# block 1

## src/rtl/pipe_pkg.sv

```systemverilog
// Shared types for the elastic pipeline latches: FSM state encoding and the
// packed EX/MEM payload that callers pack into / unpack from the opaque data bus.
package pipe_pkg;

  typedef enum logic [1:0] {
    EMPTY = 2'd0,
    ONE   = 2'd1,
    FULL  = 2'd2
  } elastic_state_t;

  localparam int EXMEM_W = 145;

  typedef struct packed {
    logic [3:0]  ctrl;
    logic [1:0]  mem_to_reg;
    logic [4:0]  wsel;
    logic [5:0]  opcode;
    logic [31:0] word3;
    logic [31:0] word2;
    logic [31:0] word1;
    logic [31:0] word0;
  } exmem_payload_t;

endpackage

```

## src/rtl/pipe_perf_cnt.sv

```systemverilog
// Free-running 32-bit event counter; wraps modulo 2^32 rather than saturating.
module pipe_perf_cnt (
  input  logic        CLK,
  input  logic        nRST,
  input  logic        inc,
  output logic [31:0] count
);

  always_ff @(posedge CLK or negedge nRST) begin
    if (!nRST) begin
      count <= 32'd0;
    end else if (inc) begin
      count <= count + 32'd1;
    end
  end

endmodule

```

## src/rtl/pipe_stage_elastic.sv

```systemverilog
// Two-entry elastic pipeline latch (main + skid) with registered in_ready and sync flush.
// Define PIPE_STAGE_PERF_EN to add stall_cnt / flush_cnt performance counters.
//
// state | meaning
// EMPTY | nothing held, out_valid=0
// ONE   | head payload in main
// FULL  | head in main, next payload in skid, in_ready=0
module pipe_stage_elastic
  import pipe_pkg::*;
#(
  parameter int WIDTH        = EXMEM_W,
  parameter bit CLR_ON_FLUSH = 1'b1
) (
  input  logic             CLK,
  input  logic             nRST,
  input  logic             flush,
  input  logic             in_valid,
  output logic             in_ready,
  input  logic [WIDTH-1:0] in_data,
  output logic             out_valid,
  input  logic             out_ready,
  output logic [WIDTH-1:0] out_data,
  output logic [1:0]       occupancy
`ifdef PIPE_STAGE_PERF_EN
  ,
  output logic [31:0]      stall_cnt,
  output logic [31:0]      flush_cnt
`endif
);

  elastic_state_t   state, state_nxt;
  logic [WIDTH-1:0] main_q, skid_q;
  logic             accept, pop;
  logic             load_main_in, load_main_skid, load_skid;

  assign accept    = in_valid & in_ready;
  assign pop       = out_valid & out_ready;
  assign out_valid = (state != EMPTY);
  assign out_data  = main_q;
  assign occupancy = (state == FULL) ? 2'd2 : (state == ONE) ? 2'd1 : 2'd0;

  always_comb begin
    state_nxt      = state;
    load_main_in   = 1'b0;
    load_main_skid = 1'b0;
    load_skid      = 1'b0;
    case (state)
      EMPTY: begin
        if (accept) begin
          state_nxt    = ONE;
          load_main_in = 1'b1;
        end
      end
      ONE: begin
        if (accept && pop) begin
          load_main_in = 1'b1;
        end else if (accept) begin
          state_nxt = FULL;
          load_skid = 1'b1;
        end else if (pop) begin
          state_nxt = EMPTY;
        end
      end
      FULL: begin
        if (pop) begin
          state_nxt      = ONE;
          load_main_skid = 1'b1;
        end
      end
      default: state_nxt = EMPTY;
    endcase
    if (flush) begin
      state_nxt = EMPTY;
    end
  end

  // in_ready is precomputed from the next state so it never sees out_ready combinationally
  always_ff @(posedge CLK or negedge nRST) begin
    if (!nRST) begin
      state    <= EMPTY;
      in_ready <= 1'b1;
      main_q   <= '0;
      skid_q   <= '0;
    end else begin
      state    <= state_nxt;
      in_ready <= (state_nxt != FULL);
      if (flush) begin
        if (CLR_ON_FLUSH) begin
          main_q <= '0;
          skid_q <= '0;
        end
      end else begin
        if (load_main_in) begin
          main_q <= in_data;
        end else if (load_main_skid) begin
          main_q <= skid_q;
        end
        if (load_skid) begin
          skid_q <= in_data;
        end
      end
    end
  end

`ifdef PIPE_STAGE_PERF_EN
  pipe_perf_cnt u_stall_cnt (
    .CLK   (CLK),
    .nRST  (nRST),
    .inc   (out_valid & ~out_ready),
    .count (stall_cnt)
  );

  pipe_perf_cnt u_flush_cnt (
    .CLK   (CLK),
    .nRST  (nRST),
    .inc   (flush & (state != EMPTY)),
    .count (flush_cnt)
  );
`endif

endmodule

```

## config.mk

```make
export PLATFORM = sky130hd
export DESIGN_NAME = pipe_stage_elastic
export DESIGN_NICKNAME = d
export VERILOG_FILES = /design/src/rtl/pipe_pkg.sv /design/src/rtl/pipe_perf_cnt.sv /design/src/rtl/pipe_stage_elastic.sv
export SDC_FILE = /design/constraint.sdc
export NUM_CORES = 1
export LEC_CHECK = 0
export CORE_MARGIN = 10
export CORE_UTILIZATION = 49
export DETAILED_ROUTE_END_ITERATION = 8
export MAX_ROUTING_LAYER = met4
export PLACE_DENSITY_LB_ADDON = 0.08
export REMOVE_ABC_BUFFERS = 1
export SLEW_MARGIN = 5
export SYNTH_ARGS = -nofsm -noshare
export SYNTH_HDL_FRONTEND = slang
export SYNTH_SLANG_ARGS = --single-unit
export TNS_END_PERCENT = 10
```

## constraint.sdc

```tcl
create_clock -name CLK -period 1.9 [get_ports CLK]
set_input_delay 0.285 -clock CLK [delete_from_list [all_inputs] [get_ports CLK]]
set_output_delay 0.285 -clock CLK [all_outputs]
set_load 0.01 [all_outputs]
```

==> block_1/congestion_map.png <==
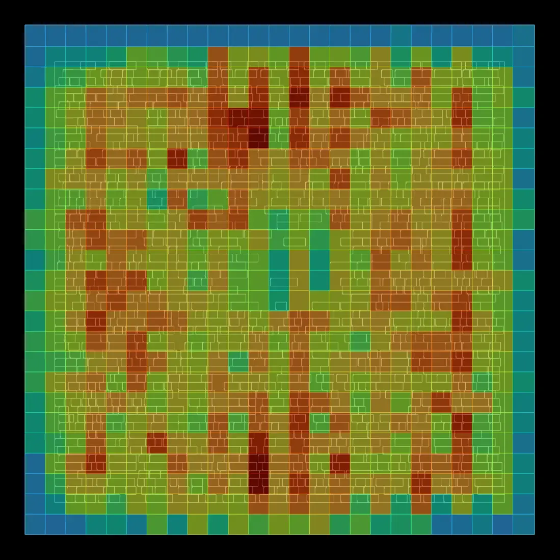
fraction of met1 tracks used by global routing: 0.320
global-route usage over all layers: 0.231
met2 demand-to-capacity share in global routing: 0.341
final core area utilization: 0.731

==> block_1/ff_map.png <==
Bar = 50 um. Other sequential cells in the stronger gray, the rest of the logic in the fainter gray.
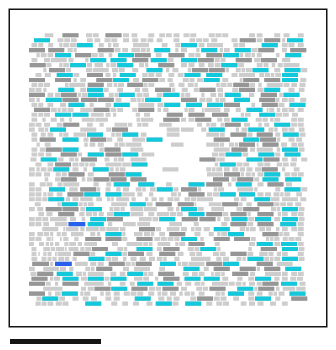
netlist name	color	placed flops
`out_data`	cyan	145
`state`	blue	2
not colored	146

[metal layers]
metal / share of wire / wire, um / GRT usage / vias up
li1: - / - / - / 3887
met1: 0.45 / 15400 / 0.320 / 4486
met2: 0.46 / 16000 / 0.341 / 357
met3: 0.063 / 2190 / 0.0475 / 50
met4: 0.024 / 839 / 0.0640 / 0
met5: 0 / 0 / - / -
[per-stage QoR]
step                      area, um^2  hold slack, ps
final                          16700             267
after global routing           16700             303
after CTS                      16700             271
after detailed placement       15600             252
after global placement         15600             245
after floorplan                11100           -10.6
[power groups by stage]
stage / Sequential, mW / Combinational [mW] / Clock, mW
detailed placement: 6.81 / 1.92 / 0
floorplan: 6.88 / 0.465 / 0
global route: 6.75 / 2.04 / 6.57
finish: 6.71 / 1.91 / 6.22
CTS: 6.71 / 1.93 / 6.31
global placement: 6.82 / 1.90 / 0
[layout by cell type (no fill, tap or decap), drive strengths merged, types with 4 or more instances in the layout]
cell type,Yosys,layout
clkdlybuf4s50,0,293
dfrtp,292,292
and2,146,146
a221o,145,145
a22o,145,145
buf,38,75
clkbuf,40,46
clkinv,0,5
dlygate4sd2,0,4
[registers in the layout, summed over array words and instances, names as in the netlist]
register	cells
in_ready	1
out_data	145
skid_q	145
state	2
==> Table 3: Implementation characteristics <==
Physical design parameters

Parameter                              Value

Outcome
  Result of the run .................. completed

Final layout
  Final net count .................. 1,305
  Share of final-layout standard cells stronger than drive strength 1 .................. 0.115
  Clock Buffer Count .................. 46
  Filler cell count .................. 1,565

Timing
  Total negative slack for setup checks .................. 0 ps
  Slew at the pin with the worst max-slew slack .................. 467 ps
  Slew headroom .................. 0.689

Logic synthesis
  Parity-gate share of the synthesized area counting xor and xnor cells .................. 0
  Adder-Cell Fraction of Synth Area .................. 0
  Library cells used by synthesis .................. 24
  Count of library flops with an enable pin .................. 0

Clock tree
  CTS root buffer .................. sky130_fd_sc_hd__clkbuf_16
  CTS Hold Bufs .................. 1
  CTS Sinks .................. 293

Floorplanning
  Die Span X .................. 173 um
  Num tapcells .................. 313
  # rows .................. 55

Power and ir drop
  Switch share .................. 0.232
  Leakage power figure .................. 7.63 nW
  Logic pwr share .................. 0.129
  Switching power total .................. 3.45 mW

Critical path
  Bufs and invs on worst path .................. 1
  Endpoint class of the critical path .................. primary output
  Critical-path top delay cell .................. sky130_fd_sc_hd__dfrtp_2

Job
  Max Cap Viol .................. 0

Global routing
  Number of antenna violations at the first check in global routing .................. 3

Placed design
  Number of buffers inserted by port buffering .................. 298

# block 2

[config.mk]
export PLATFORM = sky130hd
export DESIGN_NAME = dma_copia_mem_flat
export DESIGN_NICKNAME = d
export VERILOG_FILES = /design/src/rtl/dma_copia_mem_if.sv /design/src/rtl/dma_copia_mem.sv /design/src/flat_wrapper.sv
export SDC_FILE = /design/constraint.sdc
export NUM_CORES = 1
export LEC_CHECK = 0
export ABC_AREA = 1
export CAP_MARGIN = 20
export CORE_MARGIN = 4
export CORE_UTILIZATION = 47
export DETAILED_ROUTE_END_ITERATION = 7
export GPL_TIMING_DRIVEN = 0
export MAX_ROUTING_LAYER = met4
export PLACE_DENSITY = 0.77
export SLEW_MARGIN = 20
export SYNTH_ARGS = -nofsm -noshare
export SYNTH_HDL_FRONTEND = slang
export SYNTH_SLANG_ARGS = --single-unit
[constraint.sdc]
create_clock -name clk -period 2.9 [get_ports clk]
set_input_delay 0.435 -clock clk [delete_from_list [all_inputs] [get_ports clk]]
set_output_delay 0.435 -clock clk [all_outputs]
set_load 0.01 [all_outputs]
[src/rtl/dma_copia_mem_if.sv]
// dma_copia_mem_if: control and memory-bus bundle for the byte copy engine.
// master = engine side, slave = requester/memory side.
interface dma_copia_mem_if #(
  parameter int LEN_W = 11
);
  logic             start;
  logic [15:0]      src_addr;
  logic [15:0]      dst_addr;
  logic [LEN_W-1:0] len;
  logic             busy;
  logic             done;
  logic             err;
  logic [15:0]      mem_addr;
  logic             mem_we;
  logic [7:0]       mem_din;
  logic [7:0]       mem_dout;
  logic [3:0]       mem_cs;

  modport master (
    input  start, src_addr, dst_addr, len,
    input  mem_dout, mem_cs,
    output busy, done, err,
    output mem_addr, mem_we, mem_din
  );

  modport slave (
    output start, src_addr, dst_addr, len,
    output mem_dout, mem_cs,
    input  busy, done, err,
    input  mem_addr, mem_we, mem_din
  );
endinterface

[src/rtl/dma_copia_mem.sv]
// dma_copia_mem: byte copy engine, one read then one write per byte.
// Define DMA_CHECK_CS_EN to abort when mem_cs is not one-hot.
module dma_copia_mem #(
  parameter int RD_LAT = 2,
  parameter int LEN_W  = 11
) (
  input logic             clk,
  input logic             rst_n,
  dma_copia_mem_if.master bus
);

  typedef enum logic [1:0] {
    IDLE, READ, WRITE, FIN
  } state_t;

  localparam logic [2:0] RL = 3'(RD_LAT);

  state_t           state, state_n;
  logic [15:0]      src_q, dst_q;
  logic [LEN_W-1:0] len_q, idx, idx_inc;
  logic [2:0]       rcnt;
  logic [7:0]       data_q;
  logic             err_q;
  logic             last_rd;
  logic             cs_ok;
  logic [15:0]      off;

  assign idx_inc = idx + LEN_W'(1);
  assign last_rd = (rcnt == RL);
  assign off     = 16'(idx);

`ifdef DMA_CHECK_CS_EN
  logic abort;
  assign cs_ok = $onehot(bus.mem_cs);
  assign abort = !cs_ok &&
                 ((state == READ && last_rd) ||
                  state == WRITE);

  always_ff @(posedge clk or negedge rst_n) begin
    if (!rst_n)
      err_q <= 1'b0;
    else if (state == IDLE && bus.start)
      err_q <= 1'b0;
    else if (abort)
      err_q <= 1'b1;
  end
`else
  assign cs_ok = 1'b1;
  assign err_q = 1'b0;
`endif

  always_ff @(posedge clk or negedge rst_n) begin
    if (!rst_n) state <= IDLE;
    else        state <= state_n;
  end

  always_comb begin
    state_n = state;
    unique case (state)
      IDLE:
        if (bus.start)
          state_n = (bus.len != '0) ? READ : FIN;
      READ:
        if (last_rd)
          state_n = cs_ok ? WRITE : FIN;
      WRITE:
        if (cs_ok && idx_inc < len_q)
          state_n = READ;
        else
          state_n = FIN;
      FIN:
        state_n = IDLE;
    endcase
  end

  always_ff @(posedge clk or negedge rst_n) begin
    if (!rst_n) begin
      src_q  <= '0;
      dst_q  <= '0;
      len_q  <= '0;
      idx    <= '0;
      rcnt   <= '0;
      data_q <= '0;
    end else begin
      unique case (state)
        IDLE:
          if (bus.start) begin
            src_q <= bus.src_addr;
            dst_q <= bus.dst_addr;
            len_q <= bus.len;
            idx   <= '0;
            rcnt  <= '0;
          end
        READ: begin
          rcnt <= last_rd ? 3'd0 : rcnt + 3'd1;
          if (last_rd) data_q <= bus.mem_dout;
        end
        WRITE:
          idx <= idx_inc;
        FIN: ;
      endcase
    end
  end

  always_comb begin
    bus.busy     = (state != IDLE);
    bus.done     = (state == FIN);
    bus.err      = err_q;
    bus.mem_we   = (state == WRITE) && cs_ok;
    bus.mem_din  = bus.mem_we ? data_q : 8'h00;
    bus.mem_addr = 16'h0000;
    unique case (1'b1)
      state == READ:  bus.mem_addr = src_q + off;
      state == WRITE: bus.mem_addr = dst_q + off;
      default:        bus.mem_addr = 16'h0000;
    endcase
  end

endmodule

[src/flat_wrapper.sv]
// flat-port wrapper written by rule: the top's interface ports become plain ports
module dma_copia_mem_flat 
#(
  parameter int RD_LAT = 2,
  parameter int LEN_W  = 11
)
  (clk, rst_n, bus_start, bus_src_addr, bus_dst_addr, bus_len, bus_mem_dout, bus_mem_cs, bus_busy, bus_done, bus_err, bus_mem_addr, bus_mem_we, bus_mem_din);
  dma_copia_mem_if #(.LEN_W(LEN_W)) bus_i ();
  input logic clk;
  input logic rst_n;
  input wire logic [$bits(bus_i.start)-1:0] bus_start;
  input wire logic [$bits(bus_i.src_addr)-1:0] bus_src_addr;
  input wire logic [$bits(bus_i.dst_addr)-1:0] bus_dst_addr;
  input wire logic [$bits(bus_i.len)-1:0] bus_len;
  input wire logic [$bits(bus_i.mem_dout)-1:0] bus_mem_dout;
  input wire logic [$bits(bus_i.mem_cs)-1:0] bus_mem_cs;
  output wire logic [$bits(bus_i.busy)-1:0] bus_busy;
  output wire logic [$bits(bus_i.done)-1:0] bus_done;
  output wire logic [$bits(bus_i.err)-1:0] bus_err;
  output wire logic [$bits(bus_i.mem_addr)-1:0] bus_mem_addr;
  output wire logic [$bits(bus_i.mem_we)-1:0] bus_mem_we;
  output wire logic [$bits(bus_i.mem_din)-1:0] bus_mem_din;
  assign bus_i.start = bus_start;
  assign bus_i.src_addr = bus_src_addr;
  assign bus_i.dst_addr = bus_dst_addr;
  assign bus_i.len = bus_len;
  assign bus_i.mem_dout = bus_mem_dout;
  assign bus_i.mem_cs = bus_mem_cs;
  assign bus_busy = bus_i.busy;
  assign bus_done = bus_i.done;
  assign bus_err = bus_i.err;
  assign bus_mem_addr = bus_i.mem_addr;
  assign bus_mem_we = bus_i.mem_we;
  assign bus_mem_din = bus_i.mem_din;
  dma_copia_mem #(.RD_LAT(RD_LAT), .LEN_W(LEN_W)) u_core (.clk(clk), .rst_n(rst_n), .bus(bus_i));
endmodule
==> block_2/ff_map.png <==
Bar = 20 um. Other sequential cells in the stronger gray, the rest of the logic in the fainter gray.
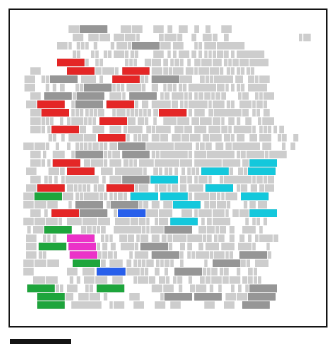
netlist name	color	placed flops
`u_core.state`	blue	2
`u_core.dst_q`	red	16
`u_core.idx`	cyan	11
`u_core.rcnt`	magenta	3
`u_core.data_q`	green	8
sequential portion of the cell area: 0.277
sequential standard cell area: 0.00168 mm^2
power dissipated in sequential cells: 1.76 mW

==> block_2/layers.png <==
Only two layers are drawn.
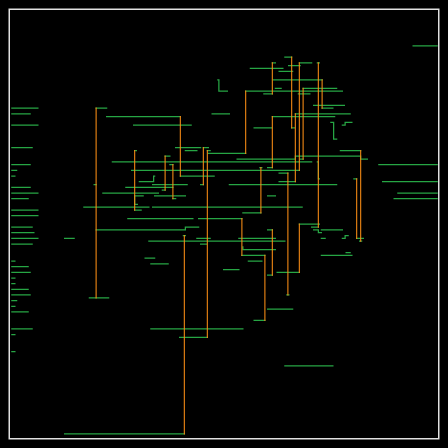
layer	color	wire length
M4	orange	472 um
M3	green	872 um
global-route usage over all layers: 0.239
via total after detailed routing: 4,309
total length of routed wires: 12,500 um

sequential cells by signal, summed over array words and instances, names as in the netlist:
signal and cells:
u_core.len_q 11, u_core.state 2, u_core.data_q 8, u_core.idx 11
u_core.src_q 16, u_core.rcnt 3, u_core.dst_q 16
worst paths after layout:
kind                                  from          endpoint  slack [ps]  depth (start not counted)
min in group asynchronous            rst_n  u_core.data_q[0]         530                          2
max                        u_core.state[1]  bus_mem_addr[12]        -230                         14
min                        u_core.src_q[3]   u_core.src_q[3]         480                          2
max reg2reg                  u_core.idx[0]   u_core.state[1]         440                         12
min reg2reg                u_core.src_q[3]   u_core.src_q[3]         480                          2
max in group asynchronous            rst_n  u_core.src_q[14]        1860                          3
routing by layer:
layer  global-route usage  up-vias  part of all wire
met2                0.406      184              0.52
met5                    -        -                 0
li1                     -     2026                 -
met3               0.0589       53             0.070
met4               0.0976        0             0.038
met1                0.270     2046              0.38
through the flow:
stage / utilization / std cells / hold slack (ps)
3_3_place_gp: 0.592 / 755 / 458
5_1_grt: 0.695 / 800 / 508
3_5_place_dp: 0.594 / 756 / 348
6_report: 0.695 / 800 / 484
4_1_cts: 0.669 / 794 / 487
2_1_floorplan: - / 567 / 139
==> Table 3: Implementation characteristics <==
Physical design parameters

Parameter                              Value

Outcome
  Result of the run .................. complete, but fails checks
  Violations in the final reports .................. negative setup slack

Global routing
  Gr ovfl total .................. 0

Logic synthesis
  Post-synthesis area per instance .................. 7.45 um^2
  Net count after synthesis .................. 652

Power and ir drop
  Power attributed to combinational cells .................. 4.84 mW
  Switching power total .................. 3.47 mW

Timing
  Final Worst Setup Slack .................. -231 ps
  Setup violation total in the final timing report .................. 12
  Final-report hold violation count .................. 0

Final layout
  Cell class with the largest area share .................. combinational gates
  Flops .................. 67
  Filler cell count .................. 620

Job
  Max Cap Viol .................. 0

Critical path
  Endpoint class of the critical path .................. primary output


## Gallery

Gate families picked out.
(a)
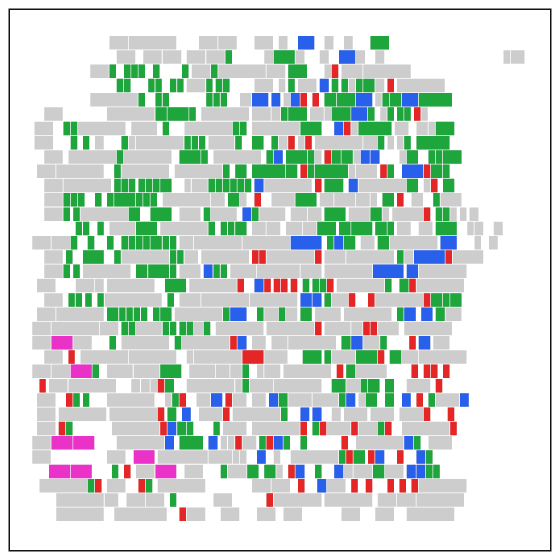
(b)
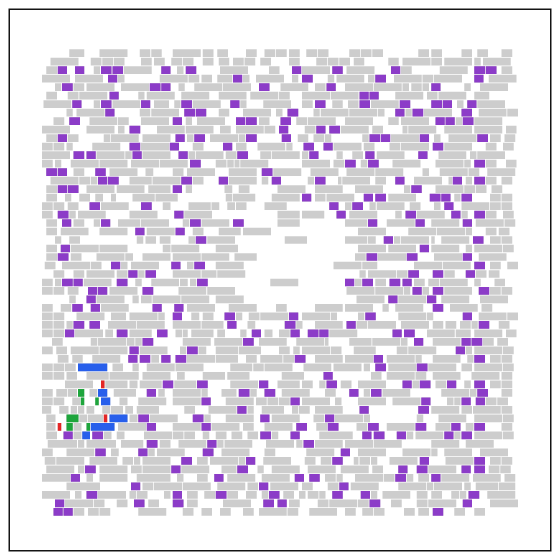
- most cells: (b)
block 1 -> (b)
block 2 -> (a)

Key to (b):
family	color	cells
inv cells	red	3
aoi and oai cells	blue	6
non-inverting ao/oa cells	purple	291
nand cells	green	6

Power and IR drop assume default switching activity.
